# ternary_neuron_acc

### Placed cells, one color a class, ternary_neuron_acc

Scale bar: 20 um. Fill, decap, tap and diode cells in gray.
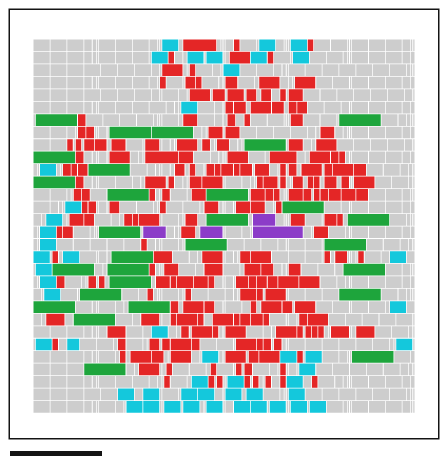

File: src/rtl/ternary_neuron_acc.sv
// ternary_neuron_acc: accumulates signed (pos - neg) popcount differences over
// one or more 27-input chunks, then thresholds the sum into a ternary
// activation {+1, 0, -1} presented on a valid/ready output.
// Optional build macro TNEURON_ACC_SAT_EN: saturate the running sum at ACC_W
// instead of wrapping two's complement.
module ternary_neuron_acc #(
  parameter int ACC_W      = 10,
  parameter int MAX_CHUNKS = 16,
  parameter int CNT_W      = 4
) (
  input  logic                    clk,
  input  logic                    rst,
  input  logic                    in_valid,
  output logic                    in_ready,
  input  logic [4:0]              in_pos,
  input  logic [4:0]              in_neg,
  input  logic                    in_last,
  input  logic signed [ACC_W-1:0] thr_hi,
  input  logic signed [ACC_W-1:0] thr_lo,
  output logic                    out_valid,
  input  logic                    out_ready,
  output logic [1:0]              out_act,
  output logic signed [ACC_W-1:0] out_sum,
  output logic                    out_trunc
);

  typedef enum logic [0:0] {
    ACC = 1'b0,
    OUT = 1'b1
  } state_t;

  state_t                  state, state_nxt;
  logic signed [ACC_W-1:0] acc;
  logic [CNT_W-1:0]        chunk_cnt;
  logic signed [5:0]       diff6;
  logic signed [ACC_W-1:0] diff;
  logic signed [ACC_W-1:0] nsum;
  logic                    accept;
  logic                    final_beat;

`ifdef TNEURON_ACC_SAT_EN
  // Clamp a one-bit-wider sum into the ACC_W signed range.
  function automatic logic signed [ACC_W-1:0] sat_sum(input logic signed [ACC_W:0] s);
    logic signed [ACC_W-1:0] r;
    if (s[ACC_W] != s[ACC_W-1]) begin
      r = s[ACC_W] ? {1'b1, {(ACC_W-1){1'b0}}} : {1'b0, {(ACC_W-1){1'b1}}};
    end else begin
      r = s[ACC_W-1:0];
    end
    return r;
  endfunction
`endif

  assign accept     = in_valid & in_ready;
  assign final_beat = in_last | (chunk_cnt == CNT_W'(MAX_CHUNKS - 1));

  // Per-chunk difference and the candidate running sum.
  always_comb begin
    diff6 = $signed({1'b0, in_pos}) - $signed({1'b0, in_neg});
    diff  = {{(ACC_W-6){diff6[5]}}, diff6};
`ifdef TNEURON_ACC_SAT_EN
    nsum  = sat_sum({acc[ACC_W-1], acc} + {diff[ACC_W-1], diff});
`else
    nsum  = acc + diff;
`endif
  end

  // State register.
  always_ff @(posedge clk or posedge rst) begin
    if (rst) state <= ACC;
    else     state <= state_nxt;
  end

  // Next-state and handshake outputs.
  always_comb begin
    state_nxt = state;
    in_ready  = 1'b0;
    out_valid = 1'b0;
    case (state)
      ACC: begin
        in_ready = 1'b1;
        if (accept && final_beat) state_nxt = OUT;
      end
      OUT: begin
        out_valid = 1'b1;
        if (out_ready) state_nxt = ACC;
      end
      default: state_nxt = ACC;
    endcase
  end

  // Accumulator, chunk counter and result capture on accepted beats.
  always_ff @(posedge clk or posedge rst) begin
    if (rst) begin
      acc       <= '0;
      chunk_cnt <= '0;
      out_act   <= 2'b00;
      out_sum   <= '0;
      out_trunc <= 1'b0;
    end else if (accept) begin
      if (final_beat) begin
        out_sum   <= nsum;
        out_trunc <= ~in_last;
        if (nsum >= thr_hi)      out_act <= 2'b01;
        else if (nsum <= thr_lo) out_act <= 2'b11;
        else                     out_act <= 2'b00;
        acc       <= '0;
        chunk_cnt <= '0;
      end else begin
        acc       <= nsum;
        chunk_cnt <= chunk_cnt + 1'b1;
      end
    end
  end

endmodule
File: config.mk
export PLATFORM = sky130hd
export DESIGN_NAME = ternary_neuron_acc
export DESIGN_NICKNAME = d
export VERILOG_FILES = /design/src/rtl/ternary_neuron_acc.sv
export SDC_FILE = /design/constraint.sdc
export NUM_CORES = 1
export LEC_CHECK = 0
export CORE_MARGIN = 5
export CORE_UTILIZATION = 33
export DETAILED_ROUTE_END_ITERATION = 10
export PLACE_DENSITY = 0.58
export SLEW_MARGIN = 20
export SYNTH_ARGS = -nofsm -noshare
export SYNTH_HDL_FRONTEND = slang
export SYNTH_SLANG_ARGS = --single-unit
File: constraint.sdc
create_clock -name clk -period 8.5 [get_ports clk]
set_input_delay 2.55 -clock clk [delete_from_list [all_inputs] [get_ports clk]]
set_output_delay 2.55 -clock clk [all_outputs]
set_load 0.05 [all_outputs]
# expected_rom

===== src/rtl/checker_pkg.sv =====
// Shared types and constants for the result checker.
// EXP holds the expected Result sequence for the single-cycle core program.
package checker_pkg;

  localparam int DATA_W_DEF    = 32;
  localparam int NUM_TESTS_DEF = 21;
  localparam int EXP_DEPTH     = 21;

  typedef enum logic [1:0] {
    SKIP  = 2'd0,
    CHECK = 2'd1,
    DONE  = 2'd2
  } chk_state_t;

  localparam logic [31:0] EXP [0:EXP_DEPTH-1] = '{
    32'h00000000, 32'h00000001, 32'h00000002, 32'h00000004,
    32'h00000005, 32'h00000007, 32'h00000008, 32'h0000000B,
    32'h00000003, 32'hFFFFFFFE, 32'h00000000, 32'h00000005,
    32'h00000001, 32'hFFFFFFF4, 32'h000004D2, 32'hFFFFF8D7,
    32'h00000001, 32'hFFFFFB2C, 32'h00000030, 32'h00000030,
    32'h00000030
  };

endpackage


===== src/rtl/expected_rom.sv =====
// Combinational index-to-value lookup over the expected-result table.
// Indices outside the table read as zero.
module expected_rom
  import checker_pkg::*;
#(
  parameter int DATA_W = DATA_W_DEF,
  parameter int IDX_W  = 5
) (
  input  logic [IDX_W-1:0]  idx,
  output logic [DATA_W-1:0] value
);

  always_comb begin
    value = '0;
    for (int i = 0; i < EXP_DEPTH; i++) begin
      if (32'(idx) == i) begin
        value = DATA_W'(EXP[i]);
      end
    end
  end

endmodule


===== config.mk =====
export PLATFORM = sky130hd
export DESIGN_NAME = expected_rom
export DESIGN_NICKNAME = d
export VERILOG_FILES = /design/src/rtl/checker_pkg.sv /design/src/rtl/expected_rom.sv
export SDC_FILE = /design/constraint.sdc
export NUM_CORES = 1
export LEC_CHECK = 0
export CAP_MARGIN = 20
export CORE_UTILIZATION = 29
export DETAILED_ROUTE_END_ITERATION = 6
export PLACE_DENSITY = 0.85
export SLEW_MARGIN = 25
export SYNTH_ARGS = -nofsm -noshare
export SYNTH_HDL_FRONTEND = slang
export SYNTH_SLANG_ARGS = --single-unit

===== constraint.sdc =====
create_clock -name vclk -period 2.2
set_input_delay 0.22 -clock vclk [all_inputs]
set_output_delay 0.22 -clock vclk [all_outputs]
set_load 0.02 [all_outputs]

# pack_i64_ser

`src/rtl/pack_i64_ser.sv`:
```
`default_nettype none
// ============================================================================
// Module   : pack_i64_ser
// Purpose  : Serialises a 64-bit two's-complement value into signed LEB128
//            bytes, one byte per cycle, with valid/ready on both sides.
//            Back-to-back values flow with no idle cycle between them.
// Ports    : clk        - sole clock, rising edge
//            rstn       - asynchronous active-low reset
//            in_data    - value to encode, sampled on in_valid & in_ready
//            in_unsigned- (PACK_I64_UNSIGNED_EN only) encode as ULEB128
//            in_valid   - in_data valid
//            in_ready   - block accepts a value this cycle
//            out_byte   - current LEB128 byte (bit7 = continuation)
//            out_valid  - out_byte valid
//            out_ready  - downstream accepts out_byte
//            out_last   - out_byte is the final byte of the value
//            out_len    - 1-based index of out_byte within the value
// Config   : define PACK_I64_UNSIGNED_EN to add in_unsigned (ULEB128 option)
// Revision : 1.0 - initial release
// ============================================================================
module pack_i64_ser (
  input  logic        clk,
  input  logic        rstn,
  input  logic [63:0] in_data,
`ifdef PACK_I64_UNSIGNED_EN
  input  logic        in_unsigned,
`endif
  input  logic        in_valid,
  output logic        in_ready,
  output logic [7:0]  out_byte,
  output logic        out_valid,
  input  logic        out_ready,
  output logic        out_last,
  output logic [3:0]  out_len
);

  typedef enum logic [0:0] {
    IDLE = 1'b0,
    EMIT = 1'b1
  } state_t;

  state_t      state;
  logic [63:0] shift;
  logic [3:0]  len_q;
  logic [63:0] rest;
  logic        term;
  logic        emitting;
  logic        load;

`ifdef PACK_I64_UNSIGNED_EN
  logic        uns_q;
`endif

  // Remaining bits after this byte, and whether they are pure sign
  // extension of the payload just sent (then this byte ends the value).
  always_comb begin
    rest = $signed(shift) >>> 7;
    term = ((rest == 64'd0) && !shift[6]) ||
           ((rest == {64{1'b1}}) && shift[6]);
`ifdef PACK_I64_UNSIGNED_EN
    if (uns_q) begin
      rest = shift >> 7;
      term = (rest == 64'd0);
    end
`endif
  end

  // Outputs decode only from registered state, so they stay stable while
  // the downstream stalls.
  assign emitting  = (state == EMIT);
  assign out_valid = emitting;
  assign out_last  = emitting & term;
  assign out_byte  = emitting ? {~term, shift[6:0]} : 8'h00;
  assign out_len   = len_q;

  // A new value can be taken while the last byte of the previous one is
  // being accepted, which removes the bubble between values.
  assign in_ready  = ~emitting | (out_ready & term);
  assign load      = in_valid & in_ready;

  always_ff @(posedge clk or negedge rstn) begin
    if (!rstn) begin
      state <= IDLE;
      shift <= 64'd0;
      len_q <= 4'd0;
`ifdef PACK_I64_UNSIGNED_EN
      uns_q <= 1'b0;
`endif
    end else if (load) begin
      state <= EMIT;
      shift <= in_data;
      len_q <= 4'd1;
`ifdef PACK_I64_UNSIGNED_EN
      uns_q <= in_unsigned;
`endif
    end else if (emitting && out_ready) begin
      if (!term) begin
        shift <= rest;
        len_q <= len_q + 4'd1;
      end else begin
        state <= IDLE;
        len_q <= 4'd0;
      end
    end
  end

endmodule
`default_nettype wire

```
`config.mk`:
```
export PLATFORM = sky130hd
export DESIGN_NAME = pack_i64_ser
export DESIGN_NICKNAME = d
export VERILOG_FILES = /design/src/rtl/pack_i64_ser.sv
export SDC_FILE = /design/constraint.sdc
export NUM_CORES = 1
export LEC_CHECK = 0
export CAP_MARGIN = 0
export CORE_MARGIN = 2
export CORE_UTILIZATION = 45
export DETAILED_ROUTE_END_ITERATION = 7
export MAX_ROUTING_LAYER = met4
export PLACE_DENSITY = 0.76
export SYNTH_ARGS = -nofsm -noshare
export SYNTH_HDL_FRONTEND = slang
export SYNTH_SLANG_ARGS = --single-unit
```
`constraint.sdc`:
```
create_clock -name clk -period 2 [get_ports clk]
set_input_delay 0.2 -clock clk [delete_from_list [all_inputs] [get_ports clk]]
set_output_delay 0.2 -clock clk [all_outputs]
set_load 0.01 [all_outputs]
```

==> layout pictures side by side <==
The metal 1 layer.
Supply wires on this layer in gray.
image #1
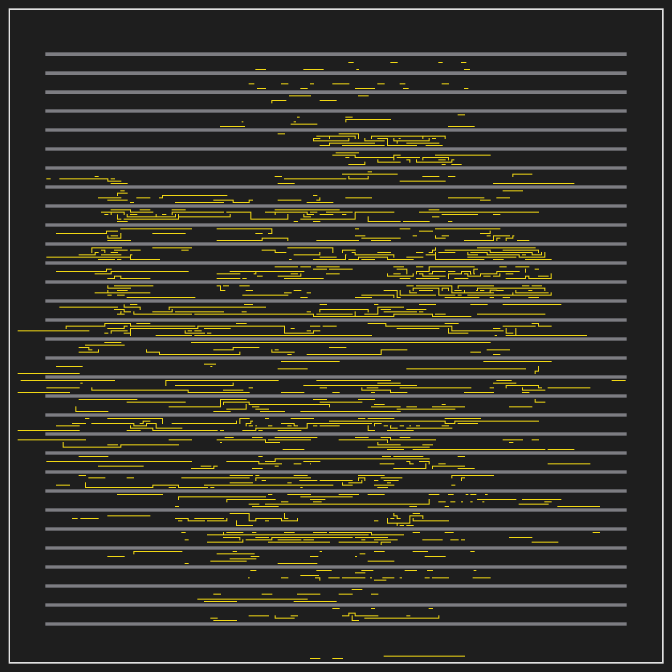
image #2
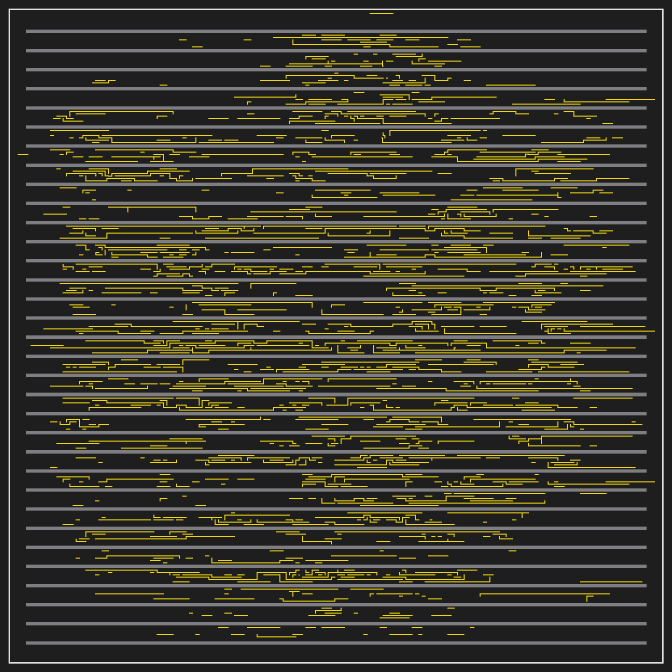
image #3
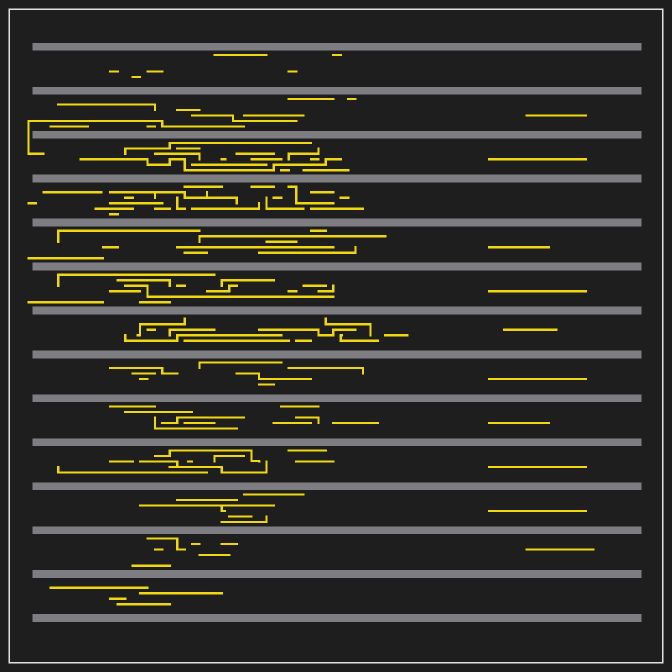
expected_rom: image #3
ternary_neuron_acc: image #1
pack_i64_ser: image #2

### Wire density map, pack_i64_ser

19 x 19 tiles, from black (low) to pale yellow (high), scaled to the fullest tile. Values are wire area over tile area, all layers added.
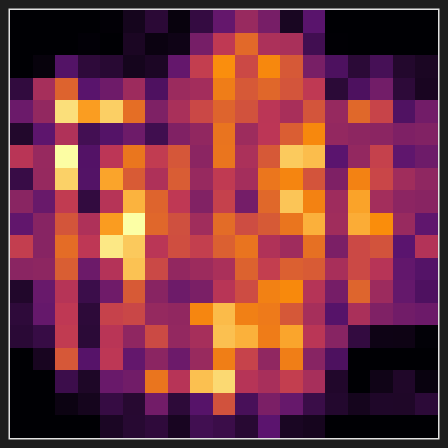
nearly empty tiles	12%
mean over tiles	0.18
tiles over half the peak	32%
emptiest ninth of the die	south-east
fullest tile	0.48

==> GITHUB_STEP_SUMMARY, pack_i64_ser <==
## Synthesis and layout report

| Metric | Value |
|---|---|
| Final hold violation count | `0` |
| Post-CTS Hold Buffers | `1` |
| GPL Wtd Cong | `between 0.8 and 0.9` |
| AO/OA Area Share | `0.2418` |
| Comb area share | `0.3215` |
| Top cell area share | `0.4864` |
| Max Fclk | `between 400 and 500 MHz` |
| Power per cell area | `about 800 nW/um^2` |
| Vias per Instance | `about 5.7` |
| Cell type with the largest total area | `dfrtp_1` |
| Logic Gate Count | `about 200` |
| Worst setup startpoint | `shift[29]` |
| Cell Type Count | `34` |
| Signal buf overhead | `0.2861` |
| Clock buffer count | `14` |
| GRT overflow | `0` |
| Core area | `7687 sq um` |
| Routed wl met2 | `4917 um` |
| Final setup viols | `71` |
| Violated checks | `negative setup slack` |
| Buffers & Inverters on Critical Path | `2` |
| Final core occ | `0.6815` |
| Comb power frac | `0.296` |
| IO Count | `83` |
| P_clk | `between 1 and 1.5 mW` |
| Post-Syn Area | `between 3000 and 4000 sq um` |
| Kind of critical path | `reg -> reg` |
| Crit Reg-Reg Startpoint | `shift[29]` |
| First-pass DRT Iterations | `4` |
| CTS H-tree depth | `3` |
| Crit path capture type | `flip-flop` |
| Most flops, register | `shift` |
| Final WS setup | `-420.4 ps` |
| Total number of vias | `~3100` |
| Switching pwr | `approximately 1.1 mW` |
| WL/cell | `17.83 um` |
| HPWL Detailed | `just over 7000 um` |
| Post-CTS Setup Inserts | `0` |
| DIE WIDTH | `92.82 um` |
| Top cell category | `sequential cells` |
| Min Tclk post-route | `2420 ps` |
| Crit-path leading delay family | `simple AND/OR/NAND/NOR gates` |
| WL met3 | `roughly 460 um` |
| Crit-path slowest cell | `or4_4` |
| Power Sequential | `around 1.8 mW` |
| Syn Inst Count | `~290` |
| Storage cell area | `1728 sq um` |
| Simple-Gate Area Share | `0.2059` |
| Outcome | `complete, but fails checks` |
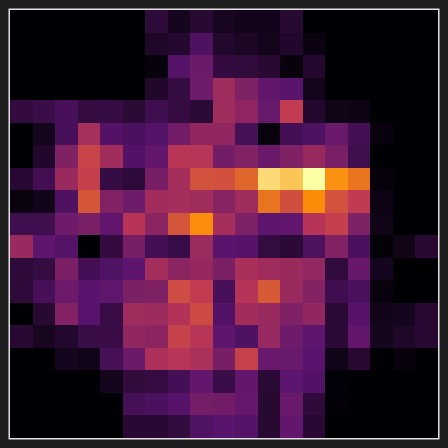
*Wire density map, ternary_neuron_acc*
19 x 19 tiles, from black (low) to pale yellow (high), scaled to the fullest tile. Values are wire area over tile area, all layers added.
emptiest ninth of the die	north-east
tiles over half the peak	7.2%
fullest tile	0.51
nearly empty tiles	28%
mean over tiles	0.10
GRT Overall Usage: 0.1352
final WL: 5690 um

About 'Placed cells, one color a class' of ternary_neuron_acc:
color	class	cells	share of their area
cyan	other buffers and delay cells	50	17%
red	all other logic	221	56%
purple	clock drivers and dummy loads	4	2.5%
green	flops	28	25%

==> GITHUB_STEP_SUMMARY, ternary_neuron_acc <==
## Synthesis and layout report

| Metric | Value |
|---|---|
| Met1 WL | `about 2600 um` |
| Pint | `roughly 0.54 mW` |
| Top cell category | `logic gates` |
| Synth cell count leaders | `39 x inv_1, 35 x ha_1, 28 x dfrtp_1` |
| Routed wl met2 | `2873 um` |
| Syn Nets | `323` |
| Top-count cell post-synth | `inv_1` |
| # Cells Yosys | `roughly 250` |
| Tap Cells | `between 90 and 100` |
| Worst path arrival time | `between 7000 and 8000 ps` |
| First-pass DRT Iterations | `4` |
| Switching pwr | `0.5103 mW` |
| Outcome | `finished clean` |
| Starting DRT DRC Count | `58` |
| P_clk | `roughly 0.11 mW` |
| Global Route met1 Usage | `0.1810` |
| Top area cell types | `dfrtp_1 31%, ha_1 19%, inv_1 6.4%` |
| Power per cell area | `between 300 and 400 nW/um^2` |
### Placed cells, one color a class, expected_rom

Scale bar: 10 um. Fill, decap, tap and diode cells in gray.
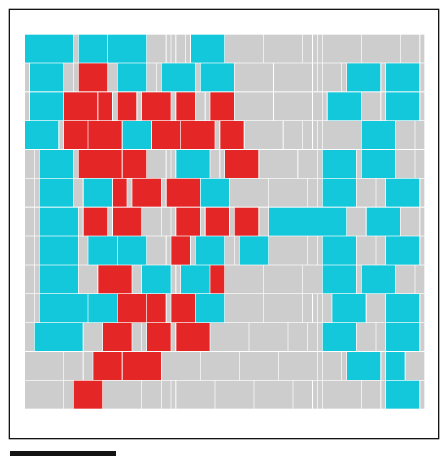
color	class	cells	share of their area
red	all other logic	35	35%
cyan	other buffers and delay cells	51	65%
core area: 1334 sq um
sequential share of cell area: 0

==> GITHUB_STEP_SUMMARY, expected_rom <==
## Synthesis and layout report

| Metric | Value |
|---|---|
| Sequential power share | `0` |
| Leading power group | `combinational cells` |
| Worst setup startpoint | `idx[2]` |
| Min Tclk post-route | `2125 ps` |
| Sw frac | `0.5386` |
| Final ANT Viol Nets | `0` |
| Crit-path leading delay family | `buffers and inverters` |
| Met3 GRT Util | `0` |
| Fa+ha+maj area frac | `0` |
| AO/OA Area Share | `0.2551` |
| Met1 WL | `~450 um` |
| Outcome | `finished clean` |
| Starting DRT DRC Count | `8` |
| Post-layout nets | `around 93` |
| Clock buffer count | `0` |
| First-pass DRT Iterations | `3` |
| Routed wl met2 | `537 um` |
| Slew @ Worst Pin | `298.8 ps` |
| Layout cells sized above 1 | `0.2209` |
| Fillers | `about 160` |
| Cycle use final | `0.9660` |
| DRC | `0` |
| Maximum VDD drop | `about 97 uV` |
| CP Cell Sequence | `clkdlybuf4s50_1, buf_4, nand2_1, o21a_1, nor2_1, clkdlybuf4s50_1` |
| Port buffer count | `37` |
| P_clk | `0 mW` |
| Full die area | `1629 sq um` |
| Signal buf overhead | `0.6335` |
| Mapped Avg Cell Area | `6.994 sq um` |
| Initial antenna violation count | `0` |
| Met2 Use GR | `0.2698` |
| Max Fclk | `around 470 MHz` |
| Syn Nets | `approximately 66` |

# par_inject_scheduler

### The metal 1 layer, par_inject_scheduler

Supply wires on this layer in gray.
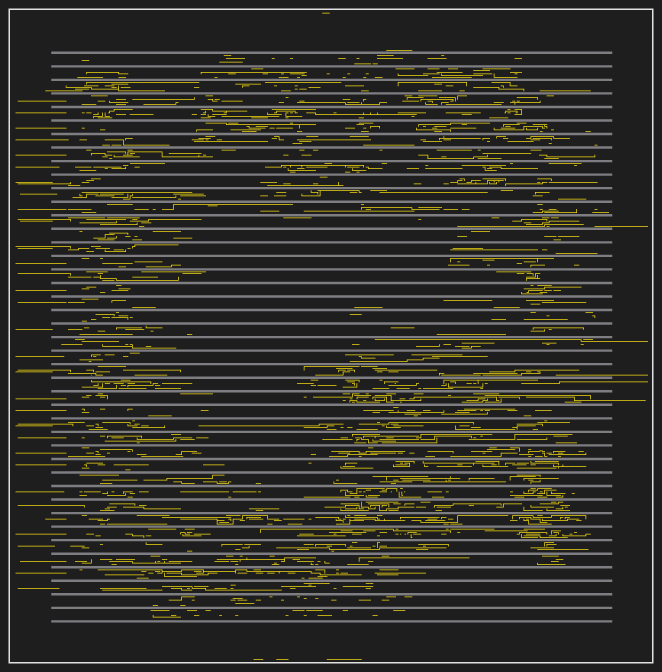
### src/rtl/par_inject_scheduler_pkg.sv
// Shared constants, FSM encoding and helpers for the local injection scheduler.
package par_inject_scheduler_pkg;

    // Flit layout: destination address followed by payload.
    localparam int unsigned PAYLOAD_SIZE = 24;
    localparam int unsigned ADDR_BITS    = 8;
    localparam int unsigned FLIT_DW      = PAYLOAD_SIZE + ADDR_BITS;

    // Width of the delivered-flit statistics counter.
    localparam int unsigned FLIT_CNT_W   = 20;

    typedef enum logic {
        SchedIdle = 1'b0,
        SchedOwn  = 1'b1
    } sched_state_e;

    // Cyclic successor of v in 0..n-1.
    function automatic int unsigned wrap_inc(input int unsigned v, input int unsigned n);
        return (v + 1 >= n) ? 0 : v + 1;
    endfunction

endpackage

### src/rtl/par_inject_scheduler_inj_rr_pick.sv
// Combinational round-robin picker: first set request bit at or after i_ptr, cyclic.
module par_inject_scheduler_inj_rr_pick #(
    parameter int unsigned NREQ = 3,
    parameter int unsigned ID_W = $clog2(NREQ)
) (
    input  logic [NREQ-1:0] i_req,
    input  logic [ID_W-1:0] i_ptr,
    output logic            o_any,
    output logic [ID_W-1:0] o_sel
);

    int unsigned w_idx;

    // Scan NREQ positions starting at i_ptr; the first hit wins.
    always_comb begin
        o_any = 1'b0;
        o_sel = '0;
        w_idx = 0;
        for (int unsigned k = 0; k < NREQ; k++) begin
            w_idx = 32'(i_ptr) + k;
            if (w_idx >= NREQ) begin
                w_idx = w_idx - NREQ;
            end
            if (!o_any && i_req[w_idx[ID_W-1:0]]) begin
                o_any = 1'b1;
                o_sel = w_idx[ID_W-1:0];
            end
        end
    end

endmodule

### src/rtl/par_inject_scheduler.sv
// Weighted round-robin scheduler sharing one router local injection port between
// NREQ requesters, with a registered output stage and a delivered-flit counter.
module par_inject_scheduler
    import par_inject_scheduler_pkg::*;
#(
    parameter int unsigned NREQ     = 3,
    parameter int unsigned DW       = FLIT_DW,
    parameter int unsigned WEIGHT_W = 4,
    parameter int unsigned ID_W     = $clog2(NREQ)
) (
    input  logic                     i_clk,
    input  logic                     i_reset,
    input  logic [NREQ*DW-1:0]       i_req_data,
    input  logic [NREQ-1:0]          i_req_valid,
    output logic [NREQ-1:0]          o_req_busy,
    input  logic [NREQ*WEIGHT_W-1:0] i_weight,
    output logic [DW-1:0]            o_out_data,
    output logic                     o_out_valid,
    input  logic                     i_out_busy,
    output logic [ID_W-1:0]          o_grant_id,
    output logic [FLIT_CNT_W-1:0]    o_flit_count
);

    sched_state_e          r_state, w_state_next;
    logic [ID_W-1:0]       r_ptr, w_ptr_next;
    logic [ID_W-1:0]       r_owner, w_owner_next;
    logic [WEIGHT_W-1:0]   r_quantum, w_quantum_next;

    logic [DW-1:0]         r_out_data;
    logic                  r_out_valid;
    logic [ID_W-1:0]       r_grant_id;
    logic [FLIT_CNT_W-1:0] r_flit_count;

    logic [DW-1:0]         w_req_data [NREQ];
    logic [WEIGHT_W-1:0]   w_weight [NREQ];
    logic                  w_pick_any;
    logic [ID_W-1:0]       w_pick_sel;
    logic                  w_load;
    logic                  w_grant_now;
    logic [ID_W-1:0]       w_sel;
    logic                  w_accept;
    logic                  w_out_xfer;
    logic [WEIGHT_W-1:0]   w_q_load;

    // Unpack the flat requester buses into per-requester slices.
    always_comb begin
        for (int unsigned i = 0; i < NREQ; i++) begin
            w_req_data[i] = i_req_data[i*DW +: DW];
            w_weight[i]   = i_weight[i*WEIGHT_W +: WEIGHT_W];
        end
    end

    par_inject_scheduler_inj_rr_pick #(
        .NREQ (NREQ),
        .ID_W (ID_W)
    ) u_rr_pick (
        .i_req (i_req_valid),
        .i_ptr (r_ptr),
        .o_any (w_pick_any),
        .o_sel (w_pick_sel)
    );

    // Grant decision: the picker in IDLE, the current owner only while in OWN.
    always_comb begin
        w_load      = ~r_out_valid | ~i_out_busy;
        w_out_xfer  = r_out_valid & ~i_out_busy;
        w_sel       = (r_state == SchedOwn) ? r_owner : w_pick_sel;
        w_grant_now = (r_state == SchedOwn) ? i_req_valid[r_owner] : w_pick_any;
        w_accept    = w_load & w_grant_now;
        // A zero weight behaves as a quantum of one flit.
        w_q_load    = (w_weight[w_sel] == '0) ? '0 : w_weight[w_sel] - WEIGHT_W'(1);
    end

    // Only the granted requester is released, and only when the slot can load.
    always_comb begin
        o_req_busy = '1;
        if (!i_reset && w_accept) begin
            o_req_busy[w_sel] = 1'b0;
        end
    end

    // FSM next state, round-robin pointer and quantum bookkeeping.
    always_comb begin
        w_state_next   = r_state;
        w_ptr_next     = r_ptr;
        w_owner_next   = r_owner;
        w_quantum_next = r_quantum;
        unique case (r_state)
            SchedIdle: begin
                if (w_accept) begin
                    if (w_q_load == '0) begin
                        w_ptr_next = ID_W'(wrap_inc(32'(w_sel), NREQ));
                    end else begin
                        w_state_next   = SchedOwn;
                        w_owner_next   = w_sel;
                        w_quantum_next = w_q_load;
                    end
                end
            end
            SchedOwn: begin
                // Back-pressure freezes everything, including an owner that dropped valid.
                if (w_load) begin
                    if (!i_req_valid[r_owner]) begin
                        w_state_next = SchedIdle;
                        w_ptr_next   = ID_W'(wrap_inc(32'(r_owner), NREQ));
                    end else begin
                        w_quantum_next = r_quantum - WEIGHT_W'(1);
                        if (r_quantum == WEIGHT_W'(1)) begin
                            w_state_next = SchedIdle;
                            w_ptr_next   = ID_W'(wrap_inc(32'(r_owner), NREQ));
                        end
                    end
                end
            end
            default: w_state_next = SchedIdle;
        endcase
    end

    // FSM state register.
    always_ff @(posedge i_clk or posedge i_reset) begin
        if (i_reset) begin
            r_state   <= SchedIdle;
            r_ptr     <= '0;
            r_owner   <= '0;
            r_quantum <= '0;
        end else begin
            r_state   <= w_state_next;
            r_ptr     <= w_ptr_next;
            r_owner   <= w_owner_next;
            r_quantum <= w_quantum_next;
        end
    end

    // Output register: a new flit replaces the draining one; data is kept when emptied.
    always_ff @(posedge i_clk or posedge i_reset) begin
        if (i_reset) begin
            r_out_data  <= '0;
            r_out_valid <= 1'b0;
            r_grant_id  <= '0;
        end else if (w_accept) begin
            r_out_data  <= w_req_data[w_sel];
            r_out_valid <= 1'b1;
            r_grant_id  <= w_sel;
        end else if (w_out_xfer) begin
            r_out_valid <= 1'b0;
        end
    end

    // Delivered-flit counter, wraps modulo 2^FLIT_CNT_W.
    always_ff @(posedge i_clk or posedge i_reset) begin
        if (i_reset) begin
            r_flit_count <= '0;
        end else if (w_out_xfer) begin
            r_flit_count <= r_flit_count + FLIT_CNT_W'(1);
        end
    end

    assign o_out_data   = r_out_data;
    assign o_out_valid  = r_out_valid;
    assign o_grant_id   = r_grant_id;
    assign o_flit_count = r_flit_count;

endmodule

### config.mk
export PLATFORM = sky130hd
export DESIGN_NAME = par_inject_scheduler
export DESIGN_NICKNAME = d
export VERILOG_FILES = /design/src/rtl/par_inject_scheduler_pkg.sv /design/src/rtl/par_inject_scheduler_inj_rr_pick.sv /design/src/rtl/par_inject_scheduler.sv
export SDC_FILE = /design/constraint.sdc
export NUM_CORES = 1
export LEC_CHECK = 0
export CORE_AREA = 8 8 121 123
export DETAILED_ROUTE_END_ITERATION = 7
export DIE_AREA = 0 0 129 131
export PLACE_DENSITY = 0.67
export SLEW_MARGIN = 10
export SYNTH_ARGS = -nofsm -noshare
export SYNTH_HDL_FRONTEND = slang
export SYNTH_HIERARCHICAL = 1
export SYNTH_SLANG_ARGS = --single-unit
### constraint.sdc
create_clock -name i_clk -period 3.3 [get_ports i_clk]
set_clock_uncertainty 0.1 [all_clocks]
set_input_delay 0.495 -clock i_clk [delete_from_list [all_inputs] [get_ports i_clk]]
set_output_delay 0.495 -clock i_clk [all_outputs]
set_load 0.05 [all_outputs]
==> GITHUB_STEP_SUMMARY <==
## Synthesis and layout report

| Metric | Value |
|---|---|
| Max reg flops | `32` |
| Clock buffer count | `9` |
| Layout cells sized above 1 | `0.1352` |
| Kind of critical path | `reg -> reg` |
| GRT Max-Usage Layer | `met2` |
| Area fraction in xor and xnor cells | `0.04703` |
| Outcome | `finished clean` |
| Top area cell types | `dfrtp_1 43%, mux2i_1 10%, nand2_1 5.7%` |
| Fa+ha+maj area frac | `0.02015` |
| CP Max Fanout | `6` |
| Power per cell area | `about 1100 nW/um^2` |
| Routed wl met2 | `~6100 um` |
| DRC | `0` |
| Slew @ Worst Pin | `685.4 ps` |
| FP Core Util | `0.2893` |
| Clock latency on the worst-skew pair | `approximately 320 ps` |
| Post-route cell area | `6267 sq um` |
| Worst setup startpoint | `r_ptr[0]` |
| Simple-Gate Area Share | `0.1700` |
| Number of enable flip-flop cells | `0` |
| Comb area share | `0.3366` |
| Pint | `roughly 3.6 mW` |
| Sink Count | `about 64` |
| Tool Warnings | `32` |
| Post-CTS Hold Buffers | `0` |
| Final WS setup | `between 40 and 50 ps` |
| Final setup viols | `0` |
| Maximum VDD drop | `411.6 uV` |
| Ys Warns | `6` |
| Tap Cells | `around 180` |
| CTS clk-pin slew, worst paths | `approximately 60 ps` |
| Crit Reg-Reg Startpoint | `r_ptr[0]` |
| Die Y | `131 um` |
Notes on 'The metal 1 layer' of par_inject_scheduler above:
share of all routed wire	40%
wire length on this layer	4730 um
nets with wire on the layer	632
longest straight run	41.4 um
Global Route met1 Usage: 0.1556
final WL: 11880 um
total number of vias: 3614



==> layout pictures side by side <==
Cell placement.
Plate I
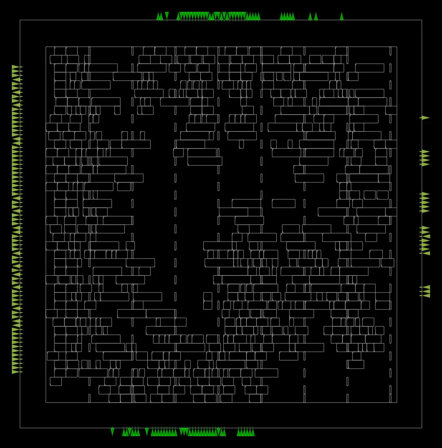
Plate II
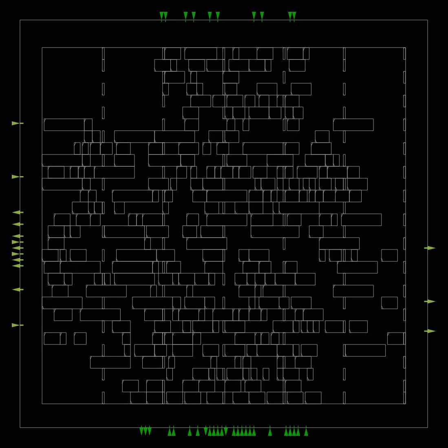
Plate III
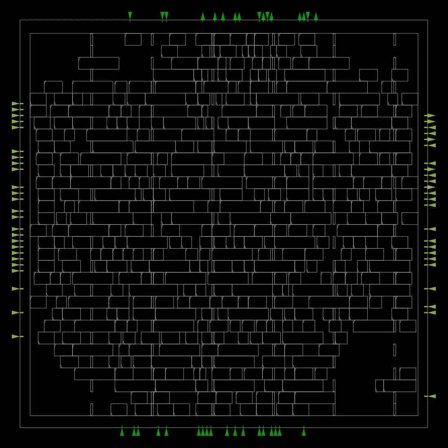
pack_i64_ser is Plate III.
ternary_neuron_acc is Plate II.
par_inject_scheduler is Plate I.

No activity file was given, so power comes from the tool's default toggle rates.
